==================== design 1
Fig. 1: design 1, register map, names as in the netlist
(1.5 px per µm)
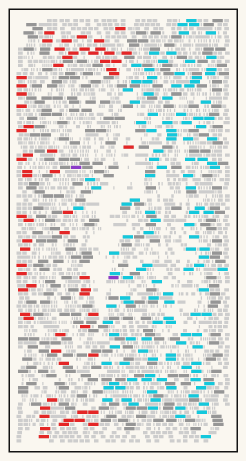
### config.mk
export PLATFORM = sky130hd
export DESIGN_NAME = div_issue_ctrl
export DESIGN_NICKNAME = d
export VERILOG_FILES = /design/src/rtl/div_issue_ctrl_pkg.sv /design/src/rtl/div_result_cache.sv /design/src/rtl/div_issue_ctrl.sv
export SDC_FILE = /design/constraint.sdc
export NUM_CORES = 1
export LEC_CHECK = 0
export CAP_MARGIN = 10
export CORE_AREA = 4 4 147 290
export CTS_CLUSTER_DIAMETER = 200
export DETAILED_ROUTE_END_ITERATION = 8
export DIE_AREA = 0 0 151 294
export GPL_TIMING_DRIVEN = 0
export PLACE_DENSITY = 0.8
export SYNTH_ARGS = -nofsm -noshare
export SYNTH_HDL_FRONTEND = slang
export SYNTH_SLANG_ARGS = --single-unit
### constraint.sdc
create_clock -name clk -period 4.1 [get_ports clk]
set_input_delay 0.82 -clock clk [delete_from_list [all_inputs] [get_ports clk]]
set_output_delay 0.82 -clock clk [all_outputs]
set_load 0.05 [all_outputs]
### src/rtl/div_issue_ctrl_pkg.sv
// rtl/div_issue_ctrl_pkg.sv - shared types and helpers for the RV64M divide issue controller
package div_issue_ctrl_pkg;

    localparam logic [1:0] DIV_OP_DIV  = 2'b00;
    localparam logic [1:0] DIV_OP_DIVU = 2'b01;
    localparam logic [1:0] DIV_OP_REM  = 2'b10;
    localparam logic [1:0] DIV_OP_REMU = 2'b11;

    typedef enum logic [1:0] {
        ST_IDLE  = 2'd0,
        ST_RUN   = 2'd1,
        ST_DONE  = 2'd2,
        ST_DRAIN = 2'd3
    } div_state_e;

    // DIV and REM with the same operands share a key, so one divider run serves both
    typedef struct packed {
        logic [63:0] rs1;
        logic [63:0] rs2;
        logic        is_w;
        logic        uns;
    } cache_key_t;

    function automatic logic [63:0] select_result(input logic [63:0] quot,
                                                  input logic [63:0] rem,
                                                  input logic        is_rem,
                                                  input logic        is_w);
        logic [63:0] r;
        r = is_rem ? rem : quot;
        return is_w ? {{32{r[31]}}, r[31:0]} : r;
    endfunction

endpackage

### src/rtl/div_result_cache.sv
// rtl/div_result_cache.sv - one-entry quotient/remainder cache keyed on operands and signedness
module div_result_cache
    import div_issue_ctrl_pkg::*;
#(
    parameter bit CACHE_EN = 1'b1
) (
    input  logic        clk,
    input  logic        rst,
    input  cache_key_t  lookup_key_i,
    input  logic        wr_en_i,
    input  cache_key_t  wr_key_i,
    input  logic [63:0] wr_quot_i,
    input  logic [63:0] wr_rem_i,
    output logic        hit_o,
    output logic [63:0] quot_o,
    output logic [63:0] rem_o
);

    generate
        if (CACHE_EN) begin : g_cache
            cache_key_t  key_q;
            logic        valid_q;
            logic [63:0] quot_q;
            logic [63:0] rem_q;

            always_ff @(posedge clk) begin
                if (rst) begin
                    valid_q <= 1'b0;
                    key_q   <= '0;
                    quot_q  <= '0;
                    rem_q   <= '0;
                end else if (wr_en_i) begin
                    valid_q <= 1'b1;
                    key_q   <= wr_key_i;
                    quot_q  <= wr_quot_i;
                    rem_q   <= wr_rem_i;
                end
            end

            assign hit_o  = valid_q && (key_q == lookup_key_i);
            assign quot_o = quot_q;
            assign rem_o  = rem_q;
        end else begin : g_nocache
            assign hit_o  = 1'b0;
            assign quot_o = '0;
            assign rem_o  = '0;
        end
    endgenerate

endmodule

### src/rtl/div_issue_ctrl.sv
// rtl/div_issue_ctrl.sv - EX-stage issue/stall/result controller for the multi-cycle divider
module div_issue_ctrl
    import div_issue_ctrl_pkg::*;
#(
    parameter bit CACHE_EN = 1'b1
) (
    input  logic         clk,
    input  logic         rst,
    input  logic         req_valid,
    input  logic [1:0]   req_op,
    input  logic         req_is_w,
    input  logic [63:0]  req_rs1,
    input  logic [63:0]  req_rs2,
    input  logic         flush,
    output logic         busy,
    output logic         out_valid,
    output logic [63:0]  out_data,
    output logic         div_valid,
    output logic         div_sign,
    output logic         div_32,
    output logic [63:0]  div_rs1,
    output logic [63:0]  div_rs2,
    input  logic         div_ready,
    input  logic [127:0] div_result
);

    div_state_e  state_q;
    logic [1:0]  op_q;
    logic        is_w_q;
    logic [63:0] rs1_q;
    logic [63:0] rs2_q;
    logic        div_valid_q;
    logic        out_valid_q;
    logic [63:0] out_data_q;

    cache_key_t  req_key;
    cache_key_t  issue_key;
    logic        hit;
    logic        cache_wr;
    logic [63:0] cache_quot;
    logic [63:0] cache_rem;

    assign req_key   = '{rs1: req_rs1, rs2: req_rs2, is_w: req_is_w, uns: req_op[0]};
    assign issue_key = '{rs1: rs1_q, rs2: rs2_q, is_w: is_w_q, uns: op_q[0]};
    assign cache_wr  = (state_q == ST_RUN) && div_ready && !flush;

    div_result_cache #(.CACHE_EN(CACHE_EN)) u_cache (
        .clk          (clk),
        .rst          (rst),
        .lookup_key_i (req_key),
        .wr_en_i      (cache_wr),
        .wr_key_i     (issue_key),
        .wr_quot_i    (div_result[63:0]),
        .wr_rem_i     (div_result[127:64]),
        .hit_o        (hit),
        .quot_o       (cache_quot),
        .rem_o        (cache_rem)
    );

    always_ff @(posedge clk) begin
        if (rst) begin
            state_q     <= ST_IDLE;
            op_q        <= DIV_OP_DIV;
            is_w_q      <= 1'b0;
            rs1_q       <= '0;
            rs2_q       <= '0;
            div_valid_q <= 1'b0;
            out_valid_q <= 1'b0;
            out_data_q  <= '0;
        end else begin
            out_valid_q <= 1'b0;
            case (state_q)
                ST_IDLE: begin
                    if (req_valid && !flush) begin
                        if (hit) begin
                            out_valid_q <= 1'b1;
                            out_data_q  <= select_result(cache_quot, cache_rem, req_op[1], req_is_w);
                        end else begin
                            op_q        <= req_op;
                            is_w_q      <= req_is_w;
                            rs1_q       <= req_rs1;
                            rs2_q       <= req_rs2;
                            div_valid_q <= 1'b1;
                            state_q     <= ST_RUN;
                        end
                    end
                end
                ST_RUN: begin
                    if (div_ready) begin
                        div_valid_q <= 1'b0;
                        if (flush) begin
                            state_q <= ST_IDLE;
                        end else begin
                            out_valid_q <= 1'b1;
                            out_data_q  <= select_result(div_result[63:0], div_result[127:64],
                                                         op_q[1], is_w_q);
                            state_q     <= ST_DONE;
                        end
                    end else if (flush) begin
                        state_q <= ST_DRAIN;
                    end
                end
                ST_DONE: state_q <= ST_IDLE;
                // the divider only clears its counter on ready, so keep valid up until then
                ST_DRAIN: begin
                    if (div_ready) begin
                        div_valid_q <= 1'b0;
                        state_q     <= ST_IDLE;
                    end
                end
                default: state_q <= ST_IDLE;
            endcase
        end
    end

    assign busy      = (state_q == ST_RUN) || (state_q == ST_DRAIN) ||
                       ((state_q == ST_IDLE) && req_valid && !hit && !flush);
    assign out_valid = out_valid_q && !flush;
    assign out_data  = out_data_q;
    assign div_valid = div_valid_q;
    assign div_sign  = ~op_q[0];
    assign div_32    = is_w_q;
    assign div_rs1   = rs1_q;
    assign div_rs2   = rs2_q;

endmodule

==> metrics.csv <==
metric;value;unit
cycle use final;98.47;%
Antenna Nets Post-Route;0;
status;finished, final reports clean;
Slew Viols, Final;0;
met1 Use GR;33.82;%
DR WL/cell;23.04;µm
detailed-route DRC error count;0;
placed cell areas;0.02554;mm²
number of sequential cells;458;
combinational gates;1799;
RR Startpoint;u_cache.g_cache.key_q[16];
GRT busiest layer;met2;
critical setup path kind;in -> out;
critical path startpoint category;primary input;
YS chip area;0.02028;mm²
Clock power frac;40.4;%
Worst R2R Path Depth;11;
Pleak;9.996;nW
About Fig. 1:
Key: op_q = purple [flops 2]; out_data = red [flops 64]; u_cache.g_cache.key_q = cyan [flops 130]
Another 262 sequential cells are not coloured.
Seq group: 4.63 mW
final core utilization: 67.56%

state kept, by name, summed over array words and instances (netlist names):
register and count:
div_rs1 64, div_rs2 64, u_cache.rem_o 64, div_32 1, u_cache.g_cache.valid_q 1, out_valid_q 1, div_valid 1, state_q 2
out_data 64, u_cache.quot_o 64, op_q 2, u_cache.g_cache.key_q 130
timing repair:
| item | in CTS | in global routing |
|---|---|---|
| pin swaps | 30 | 16 |
| endpoints found under the setup margin | 1 | 1 |
| gates resized | 96 | 23 |
| buffers inserted | 3 | 1 |

==================== design 2
Fig. 2: design 2, logic cells by family
(1.5 px per µm)
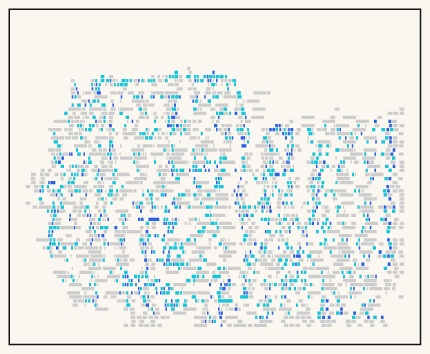
Fig. 3: design 2, the clock network
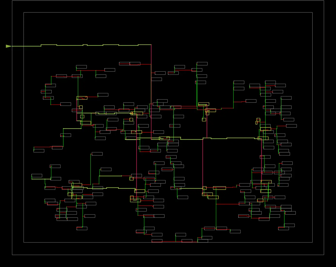
Fig. 4: design 2, wires at chosen ports, followed through buffers
(1.5 px per µm)
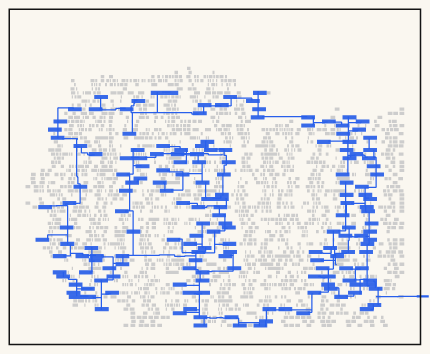
--- src/rtl/muldiv_control_if.sv ---
// rtl/muldiv_control_if.sv - id_ex request / ex result bundle for the mul/div unit
interface muldiv_control_if;
    logic        id_ex_mdstart;
    logic [2:0]  id_ex_mdop;
    logic [1:0]  id_ex_mfhilo;
    logic [31:0] id_ex_rega;
    logic [31:0] id_ex_regb;
    logic [31:0] ex_md_hi;
    logic [31:0] ex_md_lo;
    logic [31:0] ex_md_readvalue;
    logic        ex_md_busy;
    logic        ex_md_divzero;
    logic        ex_if_stall;

    modport master (
        output id_ex_mdstart, id_ex_mdop, id_ex_mfhilo, id_ex_rega, id_ex_regb,
        input  ex_md_hi, ex_md_lo, ex_md_readvalue, ex_md_busy, ex_md_divzero, ex_if_stall
    );

    modport slave (
        input  id_ex_mdstart, id_ex_mdop, id_ex_mfhilo, id_ex_rega, id_ex_regb,
        output ex_md_hi, ex_md_lo, ex_md_readvalue, ex_md_busy, ex_md_divzero, ex_if_stall
    );
endinterface

--- src/rtl/muldiv_control.sv ---
// rtl/muldiv_control.sv - iterative 32-step multiply/divide unit with HI/LO registers
module muldiv_control (
    input  logic             clock,
    input  logic             reset,
    muldiv_control_if.slave  md
);
    typedef enum logic [2:0] {S_IDLE, S_MUL, S_DIV, S_FIX, S_DONE} state_t;

    state_t      state_q;
    logic [4:0]  count_q;
    logic [63:0] acc_q;
    logic [31:0] opb_q;
    logic        neg_q;
    logic        rneg_q;
    logic        div_q;
    logic [31:0] hi_q;
    logic [31:0] lo_q;
    logic        divzero_q;

    logic        op_signed;
    logic [31:0] mag_a;
    logic [31:0] mag_b;
    logic [32:0] mul_sum;
    logic [32:0] div_trial;
    logic [63:0] mul_res;

    assign op_signed = (md.id_ex_mdop == 3'b001) || (md.id_ex_mdop == 3'b011);
    assign mag_a     = (op_signed && md.id_ex_rega[31]) ? (32'd0 - md.id_ex_rega) : md.id_ex_rega;
    assign mag_b     = (op_signed && md.id_ex_regb[31]) ? (32'd0 - md.id_ex_regb) : md.id_ex_regb;

    // Multiply: acc = {partial product, remaining multiplier bits}, shifted right each step.
    assign mul_sum   = {1'b0, acc_q[63:32]} + (acc_q[0] ? {1'b0, opb_q} : 33'd0);
    // Divide: acc = {remainder, dividend/quotient}; the shifted remainder needs 33 bits.
    assign div_trial = acc_q[63:31] - {1'b0, opb_q};
    assign mul_res   = neg_q ? (64'd0 - acc_q) : acc_q;

    always_ff @(posedge clock or negedge reset) begin
        if (!reset) begin
            state_q   <= S_IDLE;
            count_q   <= 5'd0;
            acc_q     <= 64'd0;
            opb_q     <= 32'd0;
            neg_q     <= 1'b0;
            rneg_q    <= 1'b0;
            div_q     <= 1'b0;
            hi_q      <= 32'd0;
            lo_q      <= 32'd0;
            divzero_q <= 1'b0;
        end else begin
            divzero_q <= 1'b0;
            case (state_q)
                S_IDLE: begin
                    if (md.id_ex_mdstart) begin
                        case (md.id_ex_mdop)
                            3'b001, 3'b010: begin
                                acc_q   <= {32'd0, mag_b};
                                opb_q   <= mag_a;
                                neg_q   <= op_signed & (md.id_ex_rega[31] ^ md.id_ex_regb[31]);
                                rneg_q  <= 1'b0;
                                div_q   <= 1'b0;
                                count_q <= 5'd0;
                                state_q <= S_MUL;
                            end
                            3'b011, 3'b100: begin
                                if (md.id_ex_regb == 32'd0) begin
                                    hi_q      <= md.id_ex_rega;
                                    lo_q      <= 32'hFFFF_FFFF;
                                    divzero_q <= 1'b1;
                                    state_q   <= S_DONE;
                                end else begin
                                    acc_q   <= {32'd0, mag_a};
                                    opb_q   <= mag_b;
                                    neg_q   <= op_signed & (md.id_ex_rega[31] ^ md.id_ex_regb[31]);
                                    rneg_q  <= op_signed & md.id_ex_rega[31];
                                    div_q   <= 1'b1;
                                    count_q <= 5'd0;
                                    state_q <= S_DIV;
                                end
                            end
                            3'b101:  hi_q <= md.id_ex_rega;
                            3'b110:  lo_q <= md.id_ex_rega;
                            default: ;
                        endcase
                    end
                end
                S_MUL: begin
                    acc_q   <= {mul_sum, acc_q[31:1]};
                    count_q <= count_q + 5'd1;
                    if (count_q == 5'd31) state_q <= S_FIX;
                end
                S_DIV: begin
                    if (!div_trial[32]) acc_q <= {div_trial[31:0], acc_q[30:0], 1'b1};
                    else                acc_q <= {acc_q[62:0], 1'b0};
                    count_q <= count_q + 5'd1;
                    if (count_q == 5'd31) state_q <= S_FIX;
                end
                S_FIX: begin
                    if (div_q) begin
                        lo_q <= neg_q  ? (32'd0 - acc_q[31:0])  : acc_q[31:0];
                        hi_q <= rneg_q ? (32'd0 - acc_q[63:32]) : acc_q[63:32];
                    end else begin
                        hi_q <= mul_res[63:32];
                        lo_q <= mul_res[31:0];
                    end
                    state_q <= S_DONE;
                end
                S_DONE:  state_q <= S_IDLE;
                default: state_q <= S_IDLE;
            endcase
        end
    end

    assign md.ex_md_hi      = hi_q;
    assign md.ex_md_lo      = lo_q;
    assign md.ex_md_busy    = (state_q != S_IDLE);
    assign md.ex_md_divzero = divzero_q;
    assign md.ex_if_stall   = md.ex_md_busy & (md.id_ex_mdstart | (md.id_ex_mfhilo != 2'b00));

    always_comb begin
        md.ex_md_readvalue = 32'd0;
        case (md.id_ex_mfhilo)
            2'b01:   md.ex_md_readvalue = hi_q;
            2'b10:   md.ex_md_readvalue = lo_q;
            default: md.ex_md_readvalue = 32'd0;
        endcase
    end
endmodule

--- src/flat_wrapper.sv ---
// flat-port wrapper written by rule: the top's interface ports become plain ports
module muldiv_control_flat 
  (clock, reset, md_id_ex_mdstart, md_id_ex_mdop, md_id_ex_mfhilo, md_id_ex_rega, md_id_ex_regb, md_ex_md_hi, md_ex_md_lo, md_ex_md_readvalue, md_ex_md_busy, md_ex_md_divzero, md_ex_if_stall);
  muldiv_control_if md_i ();
  input  logic clock;
  input  logic reset;
  input wire logic [$bits(md_i.id_ex_mdstart)-1:0] md_id_ex_mdstart;
  input wire logic [$bits(md_i.id_ex_mdop)-1:0] md_id_ex_mdop;
  input wire logic [$bits(md_i.id_ex_mfhilo)-1:0] md_id_ex_mfhilo;
  input wire logic [$bits(md_i.id_ex_rega)-1:0] md_id_ex_rega;
  input wire logic [$bits(md_i.id_ex_regb)-1:0] md_id_ex_regb;
  output wire logic [$bits(md_i.ex_md_hi)-1:0] md_ex_md_hi;
  output wire logic [$bits(md_i.ex_md_lo)-1:0] md_ex_md_lo;
  output wire logic [$bits(md_i.ex_md_readvalue)-1:0] md_ex_md_readvalue;
  output wire logic [$bits(md_i.ex_md_busy)-1:0] md_ex_md_busy;
  output wire logic [$bits(md_i.ex_md_divzero)-1:0] md_ex_md_divzero;
  output wire logic [$bits(md_i.ex_if_stall)-1:0] md_ex_if_stall;
  assign md_i.id_ex_mdstart = md_id_ex_mdstart;
  assign md_i.id_ex_mdop = md_id_ex_mdop;
  assign md_i.id_ex_mfhilo = md_id_ex_mfhilo;
  assign md_i.id_ex_rega = md_id_ex_rega;
  assign md_i.id_ex_regb = md_id_ex_regb;
  assign md_ex_md_hi = md_i.ex_md_hi;
  assign md_ex_md_lo = md_i.ex_md_lo;
  assign md_ex_md_readvalue = md_i.ex_md_readvalue;
  assign md_ex_md_busy = md_i.ex_md_busy;
  assign md_ex_md_divzero = md_i.ex_md_divzero;
  assign md_ex_if_stall = md_i.ex_if_stall;
  muldiv_control u_core (.clock(clock), .reset(reset), .md(md_i));
endmodule
--- config.mk ---
export PLATFORM = sky130hd
export DESIGN_NAME = muldiv_control_flat
export DESIGN_NICKNAME = d
export VERILOG_FILES = /design/src/rtl/muldiv_control_if.sv /design/src/rtl/muldiv_control.sv /design/src/flat_wrapper.sv
export SDC_FILE = /design/constraint.sdc
export NUM_CORES = 1
export LEC_CHECK = 0
export CORE_ASPECT_RATIO = 0.8
export CORE_MARGIN = 10
export CORE_UTILIZATION = 30
export CTS_CLUSTER_SIZE = 30
export DETAILED_ROUTE_END_ITERATION = 10
export GPL_ROUTABILITY_DRIVEN = 0
export PLACE_DENSITY = 0.52
export SYNTH_ARGS = -nofsm -noshare
export SYNTH_HDL_FRONTEND = slang
export SYNTH_SLANG_ARGS = --single-unit
--- constraint.sdc ---
create_clock -name clock -period 4.9 [get_ports clock]
set_clock_uncertainty 0.15 [all_clocks]
set_input_delay 0.735 -clock clock [delete_from_list [all_inputs] [get_ports clock]]
set_output_delay 0.735 -clock clock [all_outputs]
set_load 0.02 [all_outputs]
==> metrics.csv <==
metric;value;unit
Placement Setup Slack;0.4059;ns
Die ar.;0.06079;mm²
Peak Freq;0.2333;GHz
setup slack, reg-to-reg;0.61;ns
CP cell instances;ha_1 > o21ai_0 > o21ai_0 > a31oi_1 > o21ai_0 > a21oi_1 > o311ai_0 > nand2_1 > o31ai_1 > xnor2_1 > o211ai_1;
drt pass-1 iters;5;
final instance area;0.01856;mm²
Post-synth area hogs;dfrtp_1, xnor2_1, ha_1;
DPL Wire Length;49.67;mm
Total Routing Usage GR;20.09;%
Routed met3 length;6.341;mm
max reg flops;64;
initial DRC count;1488;
status;finished, final reports clean;
combinational gates;1626;
wire length on met2;25.22;mm
placed cell areas;0.01800;mm²
first-pass GRT wire length;94.63;mm
Antenna Nets Post-Route;0;
Die Ht;222.5;µm
via count;16040;
critical path peak fanout;10;
Worst Tran Pin Value;1.194;ns
Dominant comb cell;AND-OR/OR-AND gates;
Syn-to-layout area delta;20.67;%
initial antenna violation count;1;
Notes on Fig. 2 above:
Key: NOR gates = blue [cells 312]; inverting AOI/OAI gates = cyan [cells 617]
logic share of the area: 55.68%
Final Instance Count excl. Fillers: 2812

Notes on Fig. 3 above:
Num Clock Sinks: 172
final-layout clock buffer total: 21
number of sequential cells: 172
Clk Latency, worst-skew pair: 0.47 ns

Notes on Fig. 4 above:
Key: reset = blue [bits 1, direction input, end cells 172, buffers 3, wire 1750 µm]
port bufs: 170
I/O Pins: 171

## how the worst max path moves through the flow
stage / slack (ns) / depth (start not counted) / end
after floorplan: 1.02 / 16 / u_core.acc_q[61]
after global placement: 0.45 / 12 / u_core.opb_q[31]
after detailed placement: 0.41 / 11 / u_core.opb_q[15]
after CTS: 0.72 / 15 / u_core.acc_q[0]
after global routing: 0.39 / 11 / u_core.acc_q[62]
final: 0.61 / 11 / u_core.acc_q[62]
## power by group
part           switching (mW)  internal (mW)
Sequential              0.847           2.09
Combinational            6.03           3.86
Clock                   0.658          0.720
Total                    7.54           6.67

==================== design 3
Fig. 5: design 3, register map, names as in the netlist
(3 px per µm)
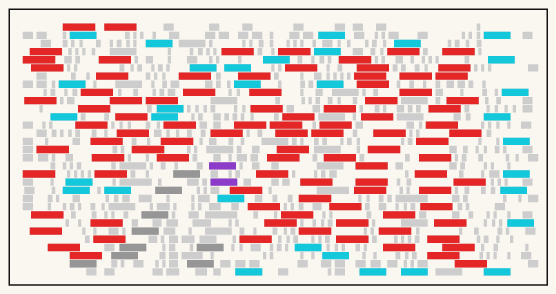
Fig. 6: design 3, wires at chosen ports, followed through buffers
(3 px per µm)
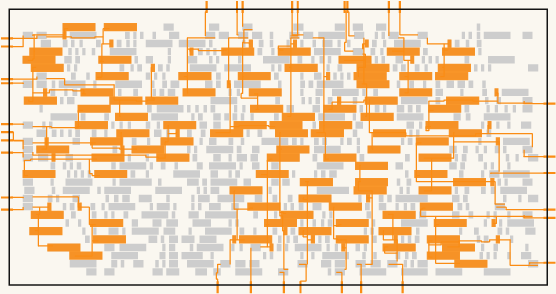
**src/rtl/dla_hld_ram_pkg.sv**
```systemverilog
// Shared constants and parameter helpers for the dla_hld_ram read-side wrappers.
// Also provides the elaboration-time parameter legality macro.
`ifndef DLA_ACL_PARAMETER_ASSERT
`define DLA_ACL_PARAMETER_ASSERT(cond) \
   if (!(cond)) begin : g_illegal_parameter \
      $error("dla_hld_ram: illegal parameter combination"); \
   end
`endif

package dla_hld_ram_pkg;

   localparam int MAX_READ_LATENCY = 4;

   function automatic int read_latency(input int register_b_address, input int register_b_readdata);
      return 32'sd1 + register_b_address + register_b_readdata;
   endfunction

   function automatic int min_full_rate_depth(input int lat);
      return lat + 32'sd1;
   endfunction

endpackage

```
**src/rtl/dla_hld_ram_rsp_fifo.sv**
```systemverilog
// Circular response FIFO with a registered head; DEPTH need not be a power of two.
// The head register always mirrors the oldest stored entry, so it holds under backpressure.
module dla_hld_ram_rsp_fifo #(
   parameter int WIDTH = 32,
   parameter int DEPTH = 3
) (
   input  logic                         clock,
   input  logic                         resetn,
   input  logic                         push,
   input  logic [WIDTH-1:0]             push_data,
   input  logic                         pop,
   output logic                         head_valid,
   output logic [WIDTH-1:0]             head_data,
   output logic [$clog2(DEPTH+1)-1:0]   count
);

   localparam int CW = $clog2(DEPTH + 1);
   localparam int PW = (DEPTH > 1) ? $clog2(DEPTH) : 1;

   logic [WIDTH-1:0] mem_r [DEPTH];
   logic [PW-1:0]    wr_ptr_r, rd_ptr_r, rd_ptr_nxt_s;
   logic [CW-1:0]    count_r, count_nxt_s;
   logic [WIDTH-1:0] head_r, head_nxt_s;
   logic             head_valid_r, do_pop_s;

   function automatic logic [PW-1:0] ptr_inc(input logic [PW-1:0] p);
      if (p == PW'(DEPTH - 1)) begin
         return {PW{1'b0}};
      end else begin
         return p + PW'(1);
      end
   endfunction

   // Next pointer, count and head value; pop on an empty FIFO is ignored.
   always_comb begin
      do_pop_s     = pop & (count_r != {CW{1'b0}});
      rd_ptr_nxt_s = do_pop_s ? ptr_inc(rd_ptr_r) : rd_ptr_r;
      count_nxt_s  = count_r + CW'(push) - CW'(do_pop_s);
      if (do_pop_s && (count_r > CW'(1))) begin
         head_nxt_s = mem_r[rd_ptr_nxt_s];
      end else if (push && ((count_r == {CW{1'b0}}) || do_pop_s)) begin
         head_nxt_s = push_data;
      end else begin
         head_nxt_s = head_r;
      end
   end

   // Storage array; contents need no reset because the count qualifies them.
   always_ff @(posedge clock) begin
      if (push) begin
         mem_r[wr_ptr_r] <= push_data;
      end
   end

   // Pointers, occupancy and registered head.
   always_ff @(posedge clock or negedge resetn) begin
      if (!resetn) begin
         wr_ptr_r     <= {PW{1'b0}};
         rd_ptr_r     <= {PW{1'b0}};
         count_r      <= {CW{1'b0}};
         head_r       <= {WIDTH{1'b0}};
         head_valid_r <= 1'b0;
      end else begin
         wr_ptr_r     <= push ? ptr_inc(wr_ptr_r) : wr_ptr_r;
         rd_ptr_r     <= rd_ptr_nxt_s;
         count_r      <= count_nxt_s;
         head_r       <= head_nxt_s;
         head_valid_r <= (count_nxt_s != {CW{1'b0}});
      end
   end

   assign head_valid = head_valid_r;
   assign head_data  = head_r;
   assign count      = count_r;

   dla_hld_ram_rsp_fifo_checker #(.DEPTH(DEPTH)) u_checker (
      .clock  (clock),
      .resetn (resetn),
      .push   (push),
      .count  (count_r)
   );

endmodule

// Overflow monitor: credit accounting must make a push into a full FIFO impossible.
module dla_hld_ram_rsp_fifo_checker #(
   parameter int DEPTH = 3
) (
   input logic                       clock,
   input logic                       resetn,
   input logic                       push,
   input logic [$clog2(DEPTH+1)-1:0] count
);

   overflow_a: assert property (@(posedge clock) disable iff (!resetn)
      !(push && (count == ($clog2(DEPTH+1))'(DEPTH))));

endmodule

```
**src/rtl/dla_hld_ram_read_rsp_buffer.sv**
```systemverilog
// Valid/ready wrapper around the fixed-latency RAM read port: reads issue only with a
// guaranteed FIFO slot, so landing data is never dropped and responses stay in order.
module dla_hld_ram_read_rsp_buffer
   import dla_hld_ram_pkg::*;
#(
   parameter int WIDTH        = 32,
   parameter int ADDR         = 9,
   parameter int READ_LATENCY = 2,
   parameter int FIFO_DEPTH   = 3
) (
   input  logic             clock,
   input  logic             resetn,
   input  logic             req_valid,
   output logic             req_ready,
   input  logic [ADDR-1:0]  req_address,
   output logic [ADDR-1:0]  ram_address,
   output logic             ram_read_enable,
   input  logic [WIDTH-1:0] ram_readdata,
   output logic             rsp_valid,
   input  logic             rsp_ready,
   output logic [WIDTH-1:0] rsp_data,
   output logic             busy
);

   localparam int CW = $clog2(FIFO_DEPTH + 1);

   `DLA_ACL_PARAMETER_ASSERT((READ_LATENCY >= 1) && (READ_LATENCY <= MAX_READ_LATENCY) && (FIFO_DEPTH >= 1))

   logic [READ_LATENCY-1:0] inflight_r;
   logic                    ready_en_r, busy_r;
   logic                    land_s, accept_s, pop_s;
   logic [CW-1:0]           inflight_count_s, fifo_count_s, used_s, used_nxt_s;

   // Credit accounting: every accepted read owns a FIFO slot until it is popped.
   always_comb begin
      inflight_count_s = {CW{1'b0}};
      for (int i = 0; i < READ_LATENCY; i++) begin
         inflight_count_s = inflight_count_s + CW'(inflight_r[i]);
      end
      used_s     = inflight_count_s + fifo_count_s;
      pop_s      = rsp_valid & rsp_ready;
      req_ready  = ready_en_r & ((used_s < CW'(FIFO_DEPTH)) | pop_s);
      accept_s   = req_valid & req_ready;
      used_nxt_s = used_s + CW'(accept_s) - CW'(pop_s);
      land_s     = inflight_r[READ_LATENCY-1];
   end

   // In-flight tracker: the last stage marks the cycle the RAM output is valid.
   always_ff @(posedge clock or negedge resetn) begin
      if (!resetn) begin
         inflight_r <= {READ_LATENCY{1'b0}};
         ready_en_r <= 1'b0;
         busy_r     <= 1'b0;
      end else begin
         inflight_r[0] <= accept_s;
         for (int i = 1; i < READ_LATENCY; i++) begin
            inflight_r[i] <= inflight_r[i-1];
         end
         ready_en_r <= 1'b1;
         busy_r     <= (used_nxt_s != {CW{1'b0}});
      end
   end

   assign ram_address     = req_address;
   assign ram_read_enable = accept_s;
   assign busy            = busy_r;

   dla_hld_ram_rsp_fifo #(.WIDTH(WIDTH), .DEPTH(FIFO_DEPTH)) u_fifo (
      .clock      (clock),
      .resetn     (resetn),
      .push       (land_s),
      .push_data  (ram_readdata),
      .pop        (pop_s),
      .head_valid (rsp_valid),
      .head_data  (rsp_data),
      .count      (fifo_count_s)
   );

endmodule

```
**config.mk**
```make
export PLATFORM = sky130hd
export DESIGN_NAME = dla_hld_ram_read_rsp_buffer
export DESIGN_NICKNAME = d
export VERILOG_FILES = /design/src/rtl/dla_hld_ram_pkg.sv /design/src/rtl/dla_hld_ram_rsp_fifo.sv /design/src/rtl/dla_hld_ram_read_rsp_buffer.sv
export SDC_FILE = /design/constraint.sdc
export NUM_CORES = 1
export LEC_CHECK = 0
export ABC_AREA = 1
export CAP_MARGIN = 40
export CELL_PAD_IN_SITES_DETAIL_PLACEMENT = 1
export CELL_PAD_IN_SITES_GLOBAL_PLACEMENT = 1
export CORE_ASPECT_RATIO = 0.5
export CORE_MARGIN = 2
export CORE_UTILIZATION = 42
export CTS_CLUSTER_DIAMETER = 30
export DETAILED_ROUTE_END_ITERATION = 7
export HOLD_SLACK_MARGIN = 0.06
export PLACE_DENSITY_LB_ADDON = 0.1
export RECOVER_POWER = 50
export SYNTH_ARGS = -nofsm -noshare
export SYNTH_HDL_FRONTEND = slang
export SYNTH_SLANG_ARGS = --single-unit
```
**constraint.sdc**
```tcl
create_clock -name clock -period 4 [get_ports clock]
set_input_delay 0.6 -clock clock [delete_from_list [all_inputs] [get_ports clock]]
set_output_delay 0.6 -clock clock [all_outputs]
set_load 0.005 [all_outputs]
```
==> metrics.csv <==
metric;value;unit
Vias/cell;5.017;
Arr. time, crit path;2.49;ns
synthesized area;0.006416;mm²
met1 Use GR;29.02;%
Post-Syn Nets;700;
maximum capacitance violations;1;
Pwr Total;5.971;mW
violated checks;max-capacitance violations, max-slew violations;
placed cell count;890;
initial antenna violation count;0;
critical path depth;5;
DPL Wire Length;9.641;mm
largest area contributor in the netlist;edfxtp_1;
top cells by count, synth;nand2_1, nand3_1, edfxtp_1, inv_1, dfrtp_1;
Slew Viols, Final;30;
count of library flops with an enable pin;96;
setup TNS;0;ns
Die ar.;0.01634;mm²
status;finished with violations;
Final Hold Violating Endpoints;0;
Clk Latency, worst-skew pair;0.42;ns
Notes on Fig. 5 above:
Key: u_fifo.mem_r = red [flops 96, where all over the die]; u_fifo.head_data = cyan [flops 32, where all over the die]; u_fifo.wr_ptr_r = purple [flops 2]
Another 9 sequential cells are not coloured.
Seq group: 2.04 mW
Seq/total area: 50.54%
final core utilization: 53.28%
Seq. cell area: 0.003959 mm²

Notes on Fig. 6 above:
Key: ram_readdata = orange [bits 32, direction input, end cells 128, buffers 32, wire 1690 µm]
port bufs: 71
I/O Pins: 90

[power breakdown]
group | switching (mW) | leakage, nW | internal (mW)
combinational | 1.42 | 1.77 | 0.858
clock | 0.613 | 0.297 | 1.04
sequential | 0.155 | 1.39 | 1.89
total | 2.19 | 3.46 | 3.79
[final cells by class]
class | count | area (µm²) | share of cell area (%)
clock buffers | 19 | 432.9 | 5.527
clock inverters | 12 | 173.9 | 2.220
inverters | 112 | 420.4 | 5.367
multi-input cells | 357 | 1804 | 23.04
flip-flops and latches | 139 | 3959 | 50.54
well taps | 198 | 247.7 | 3.163
repair buffers | 84 | 794.5 | 10.14


==> gallery <==
Cell area per tile.
shot_01.png
(2 px per µm) The die is cut into 18 by 9 equal tiles; dark purple is low, yellow is high, 0 to 100% covered.
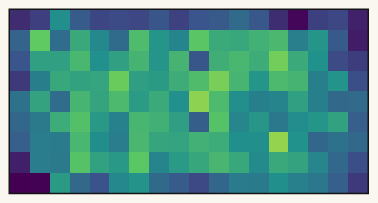
shot_02.png
(1 px per µm) The die is cut into 27 by 22 equal tiles; dark purple is low, yellow is high, 0 to 100% covered.
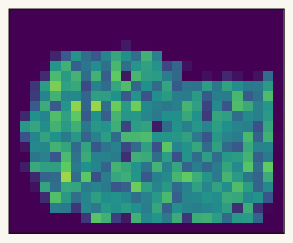
shot_03.png
(1 px per µm) The die is cut into 15 by 29 equal tiles; dark purple is low, yellow is high, 0 to 100% covered.
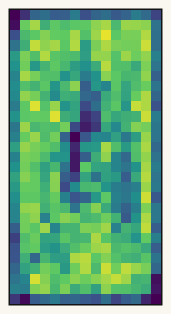
shot_02.png is design 2.
shot_03.png is design 1.
shot_01.png is design 3.

No activity file was given, so power comes from the tool's default toggle rates.
